# ---- block 1 ----
## src/rtl/ml_acc_pkg.sv

```systemverilog
// Shared constants for the accelerator IF buffer: buffer FSM encoding and
// bit positions inside the control/response handshake vectors.
package ml_acc_pkg;

  typedef logic [1:0] buf_state_t;

  localparam buf_state_t ST_IDLE  = 2'd0;
  localparam buf_state_t ST_FETCH = 2'd1;
  localparam buf_state_t ST_FULL  = 2'd2;
  localparam buf_state_t ST_DRAIN = 2'd3;

  localparam int IF_CTRL_FILL  = 0;
  localparam int IF_CTRL_DRAIN = 1;
  localparam int IF_RESP_FULL  = 0;
  localparam int IF_RESP_DONE  = 1;

endpackage

```

## src/rtl/ml_sync_fifo.sv

```systemverilog
// Single-clock FIFO, one write and one read port, occupancy count and
// registered read data (block-RAM friendly).
module ml_sync_fifo #(
  parameter int DATA_W = 16,
  parameter int DEPTH  = 16,
  localparam int PTR_W = $clog2(DEPTH),
  localparam int CNT_W = $clog2(DEPTH + 1)
) (
  input  logic              clk,
  input  logic              rst,
  input  logic              clr,
  input  logic              wr_en,
  input  logic [DATA_W-1:0] wr_data,
  input  logic              rd_en,
  output logic [DATA_W-1:0] rd_data,
  output logic [CNT_W-1:0]  count
);

  logic [DATA_W-1:0] mem [DEPTH];
  logic [PTR_W-1:0]  wr_ptr_reg;
  logic [PTR_W-1:0]  rd_ptr_reg;
  logic [CNT_W-1:0]  count_reg;
  logic [DATA_W-1:0] rd_data_reg;

  always_ff @(posedge clk) begin
    if (wr_en) mem[wr_ptr_reg] <= wr_data;
  end

  always_ff @(posedge clk) begin
    if (rst) begin
      rd_data_reg <= '0;
    end else if (rd_en) begin
      rd_data_reg <= mem[rd_ptr_reg];
    end
  end

  // Pointers wrap naturally because DEPTH is a power of two.
  always_ff @(posedge clk) begin
    if (rst || clr) begin
      wr_ptr_reg <= '0;
      rd_ptr_reg <= '0;
      count_reg  <= '0;
    end else begin
      if (wr_en) wr_ptr_reg <= wr_ptr_reg + PTR_W'(1);
      if (rd_en) rd_ptr_reg <= rd_ptr_reg + PTR_W'(1);
      case ({wr_en, rd_en})
        2'b10:   count_reg <= count_reg + CNT_W'(1);
        2'b01:   count_reg <= count_reg - CNT_W'(1);
        default: count_reg <= count_reg;
      endcase
    end
  end

  assign rd_data = rd_data_reg;
  assign count   = count_reg;

  // The owner only pops when data is present and never writes past the tile length.
  a_no_underflow: assert property (@(posedge clk) disable iff (rst) rd_en |-> count_reg != '0);
  a_no_overflow:  assert property (@(posedge clk) disable iff (rst)
                                   (wr_en && !rd_en) |-> count_reg != CNT_W'(DEPTH));

endmodule

```

## src/rtl/ml_if_fifo_buf.sv

```systemverilog
// Input-feature buffer: fetches a tile from IF SRAM into a local FIFO, then
// drains it to the PE array one word per cycle with a wrapping row tag.
module ml_if_fifo_buf
  import ml_acc_pkg::*;
#(
  parameter int DATA_W = 16,
  parameter int DEPTH  = 16,
  parameter int ADDR_W = 12,
  parameter int Y_DIM  = 15,
  localparam int LEN_W = $clog2(DEPTH + 1),
  localparam int ROW_W = $clog2(Y_DIM)
) (
  input  logic              clk,
  input  logic              rst,
  input  logic [1:0]        if_fifo_ctrl,
  output logic [1:0]        if_fifo_resp,
  input  logic [ADDR_W-1:0] base_addr,
  input  logic [LEN_W-1:0]  tile_len,
  output logic              sram_rd_en,
  output logic [ADDR_W-1:0] sram_addr,
  input  logic [DATA_W-1:0] sram_rd_data,
  output logic              pe_if_valid,
  output logic [DATA_W-1:0] pe_if_data,
  output logic [ROW_W-1:0]  pe_if_row
);

  buf_state_t        state_reg;
  logic [ADDR_W-1:0] base_reg;
  logic [LEN_W-1:0]  len_reg;
  logic [LEN_W-1:0]  issue_cnt_reg;
  logic [LEN_W-1:0]  wr_cnt_reg;
  logic              rd_valid_reg;
  logic [ROW_W-1:0]  row_reg;
  logic [ROW_W-1:0]  pe_row_reg;
  logic              pe_valid_reg;
  logic              full_reg;
  logic              done_reg;

  logic              fill_req;
  logic              drain_req;
  logic              issue;
  logic              pop;
  logic              fill_start;
  logic [LEN_W-1:0]  len_clamped;
  logic [LEN_W-1:0]  fifo_count;

  assign fill_req    = if_fifo_ctrl[IF_CTRL_FILL];
  assign drain_req   = if_fifo_ctrl[IF_CTRL_DRAIN];
  assign len_clamped = (tile_len > LEN_W'(DEPTH)) ? LEN_W'(DEPTH) : tile_len;
  assign fill_start  = (state_reg == ST_IDLE) && fill_req;
  assign issue       = (state_reg == ST_FETCH) && (issue_cnt_reg < len_reg);
  assign pop         = ((state_reg == ST_FULL) || (state_reg == ST_DRAIN))
                       && drain_req && (fifo_count != '0);

  ml_sync_fifo #(
    .DATA_W (DATA_W),
    .DEPTH  (DEPTH)
  ) u_fifo (
    .clk     (clk),
    .rst     (rst),
    .clr     (fill_start),
    .wr_en   (rd_valid_reg),
    .wr_data (sram_rd_data),
    .rd_en   (pop),
    .rd_data (pe_if_data),
    .count   (fifo_count)
  );

  always_ff @(posedge clk) begin
    if (rst) begin
      state_reg     <= ST_IDLE;
      base_reg      <= '0;
      len_reg       <= '0;
      issue_cnt_reg <= '0;
      wr_cnt_reg    <= '0;
      rd_valid_reg  <= 1'b0;
      row_reg       <= '0;
      pe_row_reg    <= '0;
      pe_valid_reg  <= 1'b0;
      full_reg      <= 1'b0;
      done_reg      <= 1'b0;
    end else begin
      // SRAM data lands exactly one cycle after the strobe.
      rd_valid_reg <= issue;
      pe_valid_reg <= pop;
      done_reg     <= 1'b0;
      if (pop) begin
        pe_row_reg <= row_reg;
        row_reg    <= (row_reg == ROW_W'(Y_DIM - 1)) ? '0 : row_reg + ROW_W'(1);
      end
      case (state_reg)
        ST_IDLE: begin
          if (fill_req) begin
            base_reg      <= base_addr;
            len_reg       <= len_clamped;
            issue_cnt_reg <= '0;
            wr_cnt_reg    <= '0;
            row_reg       <= '0;
            if (len_clamped == '0) begin
              state_reg <= ST_FULL;
              full_reg  <= 1'b1;
            end else begin
              state_reg <= ST_FETCH;
            end
          end
        end
        ST_FETCH: begin
          if (issue) issue_cnt_reg <= issue_cnt_reg + LEN_W'(1);
          if (rd_valid_reg) begin
            wr_cnt_reg <= wr_cnt_reg + LEN_W'(1);
            if (wr_cnt_reg == len_reg - LEN_W'(1)) begin
              state_reg <= ST_FULL;
              full_reg  <= 1'b1;
            end
          end
        end
        ST_FULL, ST_DRAIN: begin
          // A drain request on an empty (zero-length) tile still completes the handshake.
          if (drain_req) begin
            full_reg <= 1'b0;
            if (fifo_count <= LEN_W'(1)) begin
              done_reg  <= 1'b1;
              state_reg <= ST_IDLE;
            end else begin
              state_reg <= ST_DRAIN;
            end
          end
        end
        default: state_reg <= ST_IDLE;
      endcase
    end
  end

  assign sram_rd_en                 = issue;
  assign sram_addr                  = issue ? base_reg + ADDR_W'(issue_cnt_reg) : '0;
  assign pe_if_valid                = pe_valid_reg;
  assign pe_if_row                  = pe_row_reg;
  assign if_fifo_resp[IF_RESP_FULL] = full_reg;
  assign if_fifo_resp[IF_RESP_DONE] = done_reg;

endmodule

```

## config.mk

```make
export PLATFORM = sky130hd
export DESIGN_NAME = ml_if_fifo_buf
export DESIGN_NICKNAME = d
export VERILOG_FILES = /design/src/rtl/ml_acc_pkg.sv /design/src/rtl/ml_sync_fifo.sv /design/src/rtl/ml_if_fifo_buf.sv
export SDC_FILE = /design/constraint.sdc
export NUM_CORES = 1
export LEC_CHECK = 0
export ABC_AREA = 1
export CAP_MARGIN = 20
export CORE_MARGIN = 2
export CORE_UTILIZATION = 30
export DETAILED_ROUTE_END_ITERATION = 16
export PLACE_DENSITY = 0.49
export SYNTH_ARGS = -nofsm -noshare
export SYNTH_HDL_FRONTEND = slang
export SYNTH_HIERARCHICAL = 1
export SYNTH_SLANG_ARGS = --single-unit
```

## constraint.sdc

```tcl
create_clock -name clk -period 3.7 [get_ports clk]
set_input_delay 0.74 -clock clk [delete_from_list [all_inputs] [get_ports clk]]
set_output_delay 0.74 -clock clk [all_outputs]
set_load 0.02 [all_outputs]
```

# ---- block 2 ----
--- config.mk ---
export PLATFORM = sky130hd
export DESIGN_NAME = start_pulse_responder
export DESIGN_NICKNAME = d
export VERILOG_FILES = /design/src/rtl/start_pulse_responder.sv
export SDC_FILE = /design/constraint.sdc
export NUM_CORES = 1
export LEC_CHECK = 0
export ABC_AREA = 1
export CAP_MARGIN = 15
export CELL_PAD_IN_SITES_DETAIL_PLACEMENT = 1
export CELL_PAD_IN_SITES_GLOBAL_PLACEMENT = 2
export CORE_MARGIN = 2
export CORE_UTILIZATION = 28
export CTS_CLUSTER_DIAMETER = 200
export CTS_CLUSTER_SIZE = 20
export DETAILED_ROUTE_END_ITERATION = 10
export HOLD_SLACK_MARGIN = 0.1
export PLACE_DENSITY = 0.75
export SLEW_MARGIN = 20
export SYNTH_ARGS = -nofsm -noshare
export SYNTH_HDL_FRONTEND = slang
export SYNTH_SLANG_ARGS = --single-unit
--- constraint.sdc ---
create_clock -name clk -period 1.55 [get_ports clk]
set_input_delay 0.31 -clock clk [delete_from_list [all_inputs] [get_ports clk]]
set_output_delay 0.31 -clock clk [all_outputs]
set_load 0.05 [all_outputs]
--- src/rtl/start_pulse_responder.sv ---
// start_pulse_responder
//   Responder side of the start / a&&b handshake. A 0->1 transition on
//   start, seen between two consecutive posedge samples, launches one
//   response: after DELAY edges a and b go high together for HOLD edges.
//   Busy state, a saturating completed-response count and a sticky
//   overrun flag are kept alongside.
//
//   Optional: define RSP_SVA_EN to compile the embedded concurrent
//   assertions (P1..P4). Without it no assertion code is built and the
//   behaviour is identical.
//
// Parameters
//   DELAY  cycles from the edge sampling the start rise to the first edge
//          sampling a&&b high (1..15)
//   HOLD   number of consecutive sampling edges with a&&b high (1..15)
//   CNT_W  width of the completed-response counter
//
// Ports
//   clk       single clock, posedge
//   rst       asynchronous active-high reset
//   start     request; only a rising transition is acted on
//   a, b      response pair, registered, always equal
//   busy      high while a response is pending or being driven
//   resp_cnt  completed responses, saturating
//   overrun   sticky: a rise arrived while busy
module start_pulse_responder #(
  parameter int DELAY = 1,
  parameter int HOLD  = 1,
  parameter int CNT_W = 8
) (
  input  logic             clk,
  input  logic             rst,
  input  logic             start,
  output logic             a,
  output logic             b,
  output logic             busy,
  output logic [CNT_W-1:0] resp_cnt,
  output logic             overrun
);

  typedef enum logic [1:0] {IDLE, WAIT, DRIVE} state_e;

  // WAIT spends DELAY-1 edges counting down, DRIVE spends HOLD edges;
  // both counters terminate on zero, hence the -1 / -2 load values.
  localparam logic [3:0] WAIT_LD = (DELAY > 1) ? 4'(DELAY - 2) : 4'd0;
  localparam logic [3:0] HOLD_LD = 4'(HOLD - 1);
  localparam logic [CNT_W-1:0] CNT_MAX = {CNT_W{1'b1}};

  state_e           state_q;
  logic [3:0]       cnt_q;
  logic             start_q;
  logic             a_q;
  logic             busy_q;
  logic             ovr_q;
  logic [CNT_W-1:0] rcnt_q;

  logic rise;
  logic last_drive;
  logic accept;

  assign rise       = start & ~start_q;
  assign last_drive = (state_q == DRIVE) && (cnt_q == 4'd0);
  // A rise is taken as a new request in IDLE and on the DRIVE exit edge;
  // anywhere else while busy it only flags overrun.
  assign accept     = rise && ((state_q == IDLE) || last_drive);

  always_ff @(posedge clk or posedge rst) begin
    if (rst) begin
      state_q <= IDLE;
      cnt_q   <= 4'd0;
      start_q <= 1'b0;
      a_q     <= 1'b0;
      busy_q  <= 1'b0;
      ovr_q   <= 1'b0;
      rcnt_q  <= '0;
    end else begin
      start_q <= start;
      case (state_q)
        IDLE: begin
          if (accept) begin
            busy_q <= 1'b1;
            if (DELAY == 1) begin
              state_q <= DRIVE;
              a_q     <= 1'b1;
              cnt_q   <= HOLD_LD;
            end else begin
              state_q <= WAIT;
              a_q     <= 1'b0;
              cnt_q   <= WAIT_LD;
            end
          end
        end
        WAIT: begin
          if (rise) ovr_q <= 1'b1;
          if (cnt_q == 4'd0) begin
            state_q <= DRIVE;
            a_q     <= 1'b1;
            cnt_q   <= HOLD_LD;
          end else begin
            cnt_q <= cnt_q - 4'd1;
          end
        end
        DRIVE: begin
          if (cnt_q == 4'd0) begin
            if (rcnt_q != CNT_MAX) rcnt_q <= rcnt_q + 1'b1;
            if (accept) begin
              // back-to-back: relaunch without passing through IDLE
              busy_q <= 1'b1;
              if (DELAY == 1) begin
                state_q <= DRIVE;
                a_q     <= 1'b1;
                cnt_q   <= HOLD_LD;
              end else begin
                state_q <= WAIT;
                a_q     <= 1'b0;
                cnt_q   <= WAIT_LD;
              end
            end else begin
              state_q <= IDLE;
              a_q     <= 1'b0;
              busy_q  <= 1'b0;
            end
          end else begin
            if (rise) ovr_q <= 1'b1;
            cnt_q <= cnt_q - 4'd1;
          end
        end
        default: begin
          state_q <= IDLE;
          a_q     <= 1'b0;
          busy_q  <= 1'b0;
        end
      endcase
    end
  end

  // a and b come from one flop so they can never differ.
  assign a        = a_q;
  assign b        = a_q;
  assign busy     = busy_q;
  assign resp_cnt = rcnt_q;
  assign overrun  = ovr_q;

`ifdef RSP_SVA_EN
  let both_hi(x, y) = x && y;

  // The trailing term tolerates a staying high when the exit edge itself
  // accepted a new request (DELAY=1 back-to-back).
  p1_resp: assert property (@(posedge clk) disable iff (rst)
    accept |-> ##DELAY both_hi(a, b) [*HOLD] ##1 (!a || $past(accept)))
    $info("P1 ok at %0t", $time);
  else
    $error("P1 violated at %0t", $time);

  p2_eq: assert property (@(posedge clk) disable iff (rst) a == b)
    $info("P2 ok at %0t", $time);
  else
    $error("P2 violated at %0t", $time);

  p3_ovr: assert property (@(posedge clk) disable iff (rst)
    busy && rise && !last_drive |=> overrun)
    $info("P3 ok at %0t", $time);
  else
    $error("P3 violated at %0t", $time);

  p4_ovr_busy: assert property (@(posedge clk) disable iff (rst)
    $rose(overrun) |-> $past(busy))
    $info("P4 ok at %0t", $time);
  else
    $error("P4 violated at %0t", $time);
`endif

endmodule

# ---- block 3 ----
`src/rtl/pcie_ss_pkg.sv`:
```
// Shared types and widths for the PCIe SS TX/RX streaming blocks.
package pcie_ss_pkg;

  localparam int TDATA_WIDTH = 64;
  localparam int TUSER_WIDTH = 8;
  localparam int PCIE_SS_TX_ARB_MAX_PORTS = 16;

  typedef enum logic {
    ARB_IDLE,
    ARB_LOCKED
  } arb_state_e;

endpackage

```
`src/rtl/pcie_ss_axis_skid.sv`:
```
// Two-entry AXI-S register slice: fully registered outputs and a registered ready,
// full throughput when the sink is always ready.
module pcie_ss_axis_skid #(
  parameter int TDATA_W = 64,
  parameter int TUSER_W = 8
) (
  input  logic                 clk,
  input  logic                 rst_n,
  input  logic                 s_tvalid,
  output logic                 s_tready,
  input  logic [TDATA_W-1:0]   s_tdata,
  input  logic [TDATA_W/8-1:0] s_tkeep,
  input  logic [TUSER_W-1:0]   s_tuser,
  input  logic                 s_tlast,
  output logic                 m_tvalid,
  input  logic                 m_tready,
  output logic [TDATA_W-1:0]   m_tdata,
  output logic [TDATA_W/8-1:0] m_tkeep,
  output logic [TUSER_W-1:0]   m_tuser,
  output logic                 m_tlast
);

  localparam int PW = TDATA_W + TDATA_W/8 + TUSER_W + 1;

  logic [PW-1:0] head_q;
  logic [PW-1:0] tail_q;
  logic [PW-1:0] in_bus;
  logic          head_vld;
  logic          tail_vld;
  logic          push;
  logic          pop;

  assign in_bus   = {s_tdata, s_tkeep, s_tuser, s_tlast};
  // tail is only ever occupied behind a valid head, so it alone marks "full"
  assign s_tready = ~tail_vld;
  assign push     = s_tvalid & ~tail_vld;
  assign pop      = head_vld & m_tready;

  always_ff @(posedge clk or negedge rst_n) begin
    if (!rst_n) begin
      head_q   <= '0;
      tail_q   <= '0;
      head_vld <= 1'b0;
      tail_vld <= 1'b0;
    end else if (pop) begin
      if (tail_vld) begin
        head_q   <= tail_q;
        tail_vld <= 1'b0;
      end else if (push) begin
        head_q <= in_bus;
      end else begin
        head_vld <= 1'b0;
      end
    end else if (push) begin
      if (!head_vld) begin
        head_q   <= in_bus;
        head_vld <= 1'b1;
      end else begin
        tail_q   <= in_bus;
        tail_vld <= 1'b1;
      end
    end
  end

  assign m_tvalid = head_vld;
  assign {m_tdata, m_tkeep, m_tuser, m_tlast} = head_q;

endmodule

```
`src/rtl/pcie_ss_tx_arb.sv`:
```
// Packet-atomic round-robin arbiter onto the single PCIe SS TX stream.
// Optional per-port packet counters: define PCIE_SS_TX_ARB_STATS_EN.
//   state      | meaning
//   ARB_IDLE   | no grant held; pick next requester from rr_ptr (1-cycle bubble)
//   ARB_LOCKED | grant_port owns the stream until its tlast beat transfers
module pcie_ss_tx_arb
  import pcie_ss_pkg::*;
#(
  parameter int NUM_PORTS = 4,
  parameter int TDATA_W   = TDATA_WIDTH,
  parameter int TUSER_W   = TUSER_WIDTH,
  localparam int GW       = $clog2(NUM_PORTS)
) (
  input  logic                           clk,
  input  logic                           rst_n,
  input  logic [NUM_PORTS-1:0]           s_tvalid,
  output logic [NUM_PORTS-1:0]           s_tready,
  input  logic [NUM_PORTS*TDATA_W-1:0]   s_tdata,
  input  logic [NUM_PORTS*TDATA_W/8-1:0] s_tkeep,
  input  logic [NUM_PORTS*TUSER_W-1:0]   s_tuser,
  input  logic [NUM_PORTS-1:0]           s_tlast,
  output logic                           m_tvalid,
  input  logic                           m_tready,
  output logic [TDATA_W-1:0]             m_tdata,
  output logic [TDATA_W/8-1:0]           m_tkeep,
  output logic [TUSER_W-1:0]             m_tuser,
  output logic                           m_tlast,
  output logic [GW-1:0]                  grant_port,
  output logic                           busy
`ifdef PCIE_SS_TX_ARB_STATS_EN
  ,
  output logic [NUM_PORTS*32-1:0]        stat_pkt_cnt
`endif
);

  localparam int KW = TDATA_W/8;
  localparam logic [GW:0]   NP_W = (GW+1)'(NUM_PORTS);
  localparam logic [GW-1:0] LAST = GW'(NUM_PORTS-1);

  arb_state_e        state;
  logic [GW-1:0]     rr_ptr;
  logic              skid_in_ready;
  logic              sel_tvalid;
  logic [TDATA_W-1:0] sel_tdata;
  logic [KW-1:0]     sel_tkeep;
  logic [TUSER_W-1:0] sel_tuser;
  logic              sel_tlast;
  logic              pkt_end;

  // Rotate requests so rr_ptr sits at bit 0, take the lowest set bit, rotate back.
  function automatic logic [GW-1:0] rr_pick(input logic [NUM_PORTS-1:0] req,
                                            input logic [GW-1:0]        ptr);
    logic [2*NUM_PORTS-1:0] dbl;
    logic [NUM_PORTS-1:0]   rot;
    logic [GW-1:0]          idx;
    logic [GW:0]            sum;
    dbl = {req, req} >> ptr;
    rot = dbl[NUM_PORTS-1:0];
    idx = '0;
    for (int i = NUM_PORTS-1; i >= 0; i--) begin
      if (rot[i]) idx = GW'(i);
    end
    sum = {1'b0, ptr} + {1'b0, idx};
    if (sum >= NP_W) sum = sum - NP_W;
    return sum[GW-1:0];
  endfunction

  always_comb begin
    sel_tvalid = busy & s_tvalid[grant_port];
    sel_tdata  = s_tdata[grant_port*TDATA_W +: TDATA_W];
    sel_tkeep  = s_tkeep[grant_port*KW +: KW];
    sel_tuser  = s_tuser[grant_port*TUSER_W +: TUSER_W];
    sel_tlast  = s_tlast[grant_port];
    s_tready   = '0;
    if (busy) s_tready[grant_port] = skid_in_ready;
  end

  assign pkt_end = sel_tvalid & skid_in_ready & sel_tlast;

  always_ff @(posedge clk or negedge rst_n) begin
    if (!rst_n) begin
      state      <= ARB_IDLE;
      rr_ptr     <= '0;
      grant_port <= '0;
      busy       <= 1'b0;
    end else begin
      case (state)
        ARB_IDLE: begin
          if (|s_tvalid) begin
            grant_port <= rr_pick(s_tvalid, rr_ptr);
            state      <= ARB_LOCKED;
            busy       <= 1'b1;
          end
        end
        ARB_LOCKED: begin
          // pointer moves only when the packet closes, never on the grant
          if (pkt_end) begin
            state  <= ARB_IDLE;
            busy   <= 1'b0;
            rr_ptr <= (grant_port == LAST) ? '0 : grant_port + 1'b1;
          end
        end
        default: begin
          state <= ARB_IDLE;
          busy  <= 1'b0;
        end
      endcase
    end
  end

`ifdef PCIE_SS_TX_ARB_STATS_EN
  always_ff @(posedge clk or negedge rst_n) begin
    if (!rst_n) begin
      stat_pkt_cnt <= '0;
    end else if (pkt_end) begin
      stat_pkt_cnt[grant_port*32 +: 32] <= stat_pkt_cnt[grant_port*32 +: 32] + 32'd1;
    end
  end
`endif

  pcie_ss_axis_skid #(
    .TDATA_W (TDATA_W),
    .TUSER_W (TUSER_W)
  ) u_skid (
    .clk      (clk),
    .rst_n    (rst_n),
    .s_tvalid (sel_tvalid),
    .s_tready (skid_in_ready),
    .s_tdata  (sel_tdata),
    .s_tkeep  (sel_tkeep),
    .s_tuser  (sel_tuser),
    .s_tlast  (sel_tlast),
    .m_tvalid (m_tvalid),
    .m_tready (m_tready),
    .m_tdata  (m_tdata),
    .m_tkeep  (m_tkeep),
    .m_tuser  (m_tuser),
    .m_tlast  (m_tlast)
  );

endmodule

```
`config.mk`:
```
export PLATFORM = sky130hd
export DESIGN_NAME = pcie_ss_tx_arb
export DESIGN_NICKNAME = d
export VERILOG_FILES = /design/src/rtl/pcie_ss_pkg.sv /design/src/rtl/pcie_ss_axis_skid.sv /design/src/rtl/pcie_ss_tx_arb.sv
export SDC_FILE = /design/constraint.sdc
export NUM_CORES = 1
export LEC_CHECK = 0
export ABC_AREA = 1
export CORE_UTILIZATION = 35
export CTS_CLUSTER_DIAMETER = 60
export DETAILED_ROUTE_END_ITERATION = 12
export PLACE_DENSITY = 0.72
export SLEW_MARGIN = 40
export SYNTH_ARGS = -nofsm -noshare
export SYNTH_HDL_FRONTEND = slang
export SYNTH_SLANG_ARGS = --single-unit
```
`constraint.sdc`:
```
create_clock -name clk -period 2.6 [get_ports clk]
set_input_delay 0.52 -clock clk [delete_from_list [all_inputs] [get_ports clk]]
set_output_delay 0.52 -clock clk [all_outputs]
set_load 0.02 [all_outputs]
```
Fig. 1: block 1, clock wires, drivers and flops
The bar under the picture is 50 µm long.
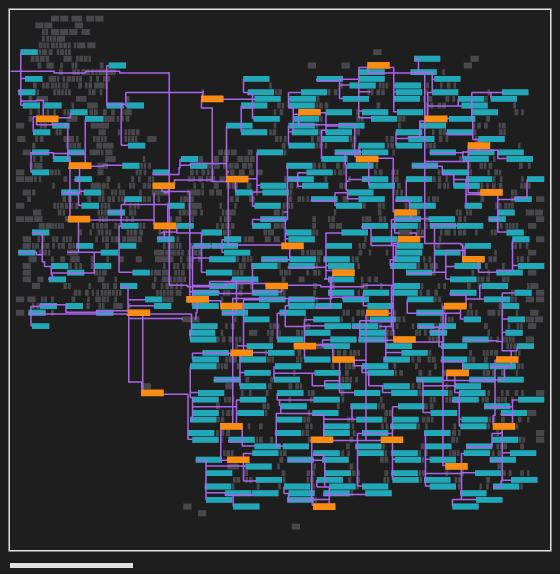
clock wires: drawn in purple, length 4,390 µm. clock-net drivers: drawn in orange, count 38. flip-flops: drawn in cyan, count 326.
There are 39 routed clock nets. Position of the flops: widely spread.

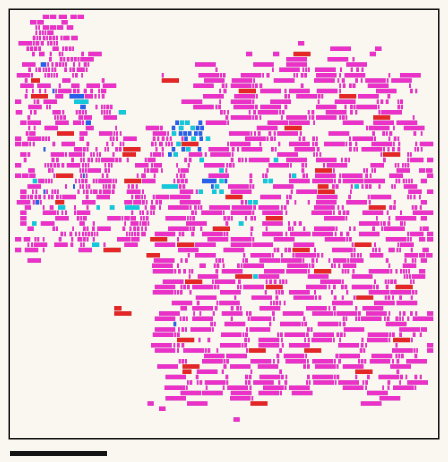
Fig. 2. Cells by drive strength (block 1).
The bar under the picture is 50 µm long.
x1 and smaller: drawn in magenta, cells 1,398. x2: drawn in blue, cells 30. x6 and larger: drawn in red, cells 45. x3 and x4: drawn in cyan, cells 36.

==> impl_metrics.py, block 1 <==
# Metrics from the implementation run
metrics = {
    "outcome": {
        "status": "completed",
    },
    "cts": {
        "cts_tree": "built",
        "cts_sinks": 326,
        "cts-resized-gates": 0,
        "clockBufferDepth": 3,
    },
    "logic_synthesis": {
        "yosys.area_share.simple_pct": 24.8,
        "common_cells": "nand2_1 (449), edfxtp_1 (256), nand3_1 (238), nor2_1 (116), inv_1 (73)",
        "syn_nets": 1467,
    },
    "power": {
        "vdd_drop_max_mv": 0.262,
        "leakagePower_nw": 6.22,
        "seq_power_mw": 4.01,
    },
    "run": {
        "tool_warnings": 30,
    },
    "layout": {
        "drive_above_1_share_pct": 7.36,
        "n_all_buffers": 101,
        "comb_share_pct": 25.9,
    },
    "die": {
        "rows": 79,
    },
    "placed_design": {
        "gp_congestion": 0.781,
        "portBuffers": 72,
    },
    "setup_path": {
        "arrival_ns": 2.82,
    },
    "global_routing": {
        "use_met2_pct": 25.5,
    },
}
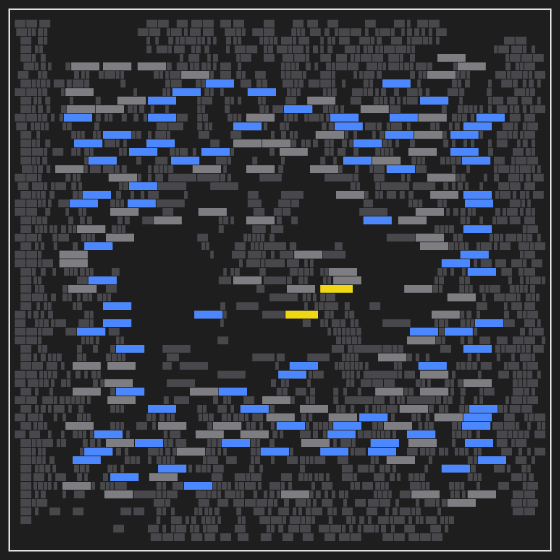
Fig. 3. Sequential cells coloured by netlist name (block 3).
Other sequential cells in the stronger grey, the rest of the logic in the fainter grey.
u_skid.head_q: drawn in blue, flops 81, where widely spread. grant_port: drawn in yellow, flops 2.
Seq group: 2.98 mW
flop share of the area: 28.2%
Seq. cell area: 4260 µm²
final core occ: 53.9%

==> impl_metrics.py, block 3 <==
# Metrics from the implementation run
metrics = {
    "logic_synthesis": {
        "mux_share_pct": 0,
        "ys_area_um2": 10100,
        "synth_area_um2": 10100,
        "synth_flop_count": 170,
        "syn_nets": 1847,
    },
    "routing": {
        "ant_nets": 0,
    },
    "power": {
        "p_per_area_nw_per_um2": 478,
        "power_frac_clock_pct": 35.4,
        "combPwrFrac_pct": 23.3,
    },
    "outcome": {
        "status": "completed",
    },
    "layout": {
        "n_all_buffers": 443,
        "bufAreaShareNonClock_pct": 30.0,
    },
    "placed_design": {
        "dp_worst_setup_slack_ns": 0.175,
        "hpwl_um": 24600,
    },
    "setup_path": {
        "crit_fanout": 7,
    },
    "die": {
        "die_height_um": 172,
    },
    "global_routing": {
        "grt_max_degree": 86,
    },
    "timing": {
        "setup_ws_ns": 0.0513,
    },
}
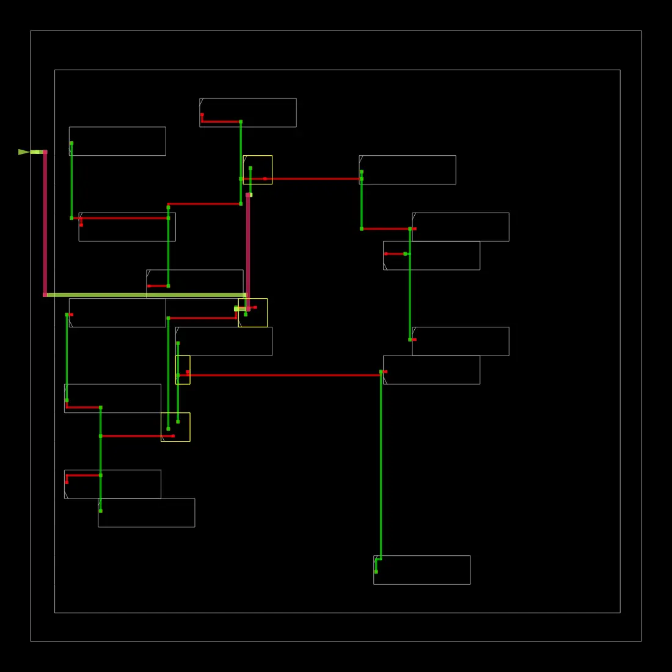
Fig. 4. The clock network (block 2).
sequential cell count: 15
TritonCTS sink count: 15
Fin Clk Skew: 0.00145 ns

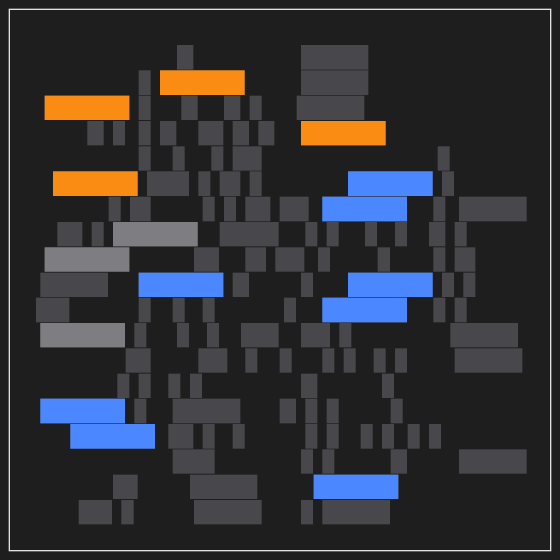
Fig. 5. Sequential cells coloured by netlist name (block 2).
Other sequential cells in the stronger grey, the rest of the logic in the fainter grey.
cnt_q: drawn in orange, flops 4. resp_cnt: drawn in blue, flops 8.
Another 3 sequential cells are not coloured.
Seq. cell area: 375 µm²
Seq group: 518 µW
flop share of the area: 32.5%

==> impl_metrics.py, block 2 <==
# Metrics from the implementation run
metrics = {
    "outcome": {
        "status": "completed",
    },
    "cts": {
        "clockBufferDepth": 2,
        "insertion_delay_ns": 0.28,
    },
    "setup_path": {
        "endpoint_kind": "flip-flop",
        "cp-start-kind": "flip-flop",
        "r2r_slack_ns": 0.14,
    },
    "routing": {
        "met1_length_um": 785,
        "wire_per_inst_um": 10.9,
    },
    "placed_design": {
        "dp_worst_setup_slack_ns": 0.143,
        "hpwl_um": 1390,
    },
    "global_routing": {
        "top_usage_layer": "met2",
    },
    "power": {
        "leakagePower_nw": 0.565,
        "power_switching_uw": 489,
    },
    "layout": {
        "clock_area_share_pct": 2.28,
        "stdcell_count": 157,
        "bufAreaShareNonClock_pct": 24.5,
    },
    "logic_synthesis": {
        "yosys_cells": 107,
    },
    "die": {
        "die_w_um": 58.1,
        "ioPinCount": 15,
        "die_height_um": 58.1,
    },
    "run": {
        "cap_violations": 0,
    },
    "timing": {
        "worstMarginPinSlew_ns": 0.359,
    },
}

Power is estimated from default activity; no workload was simulated.
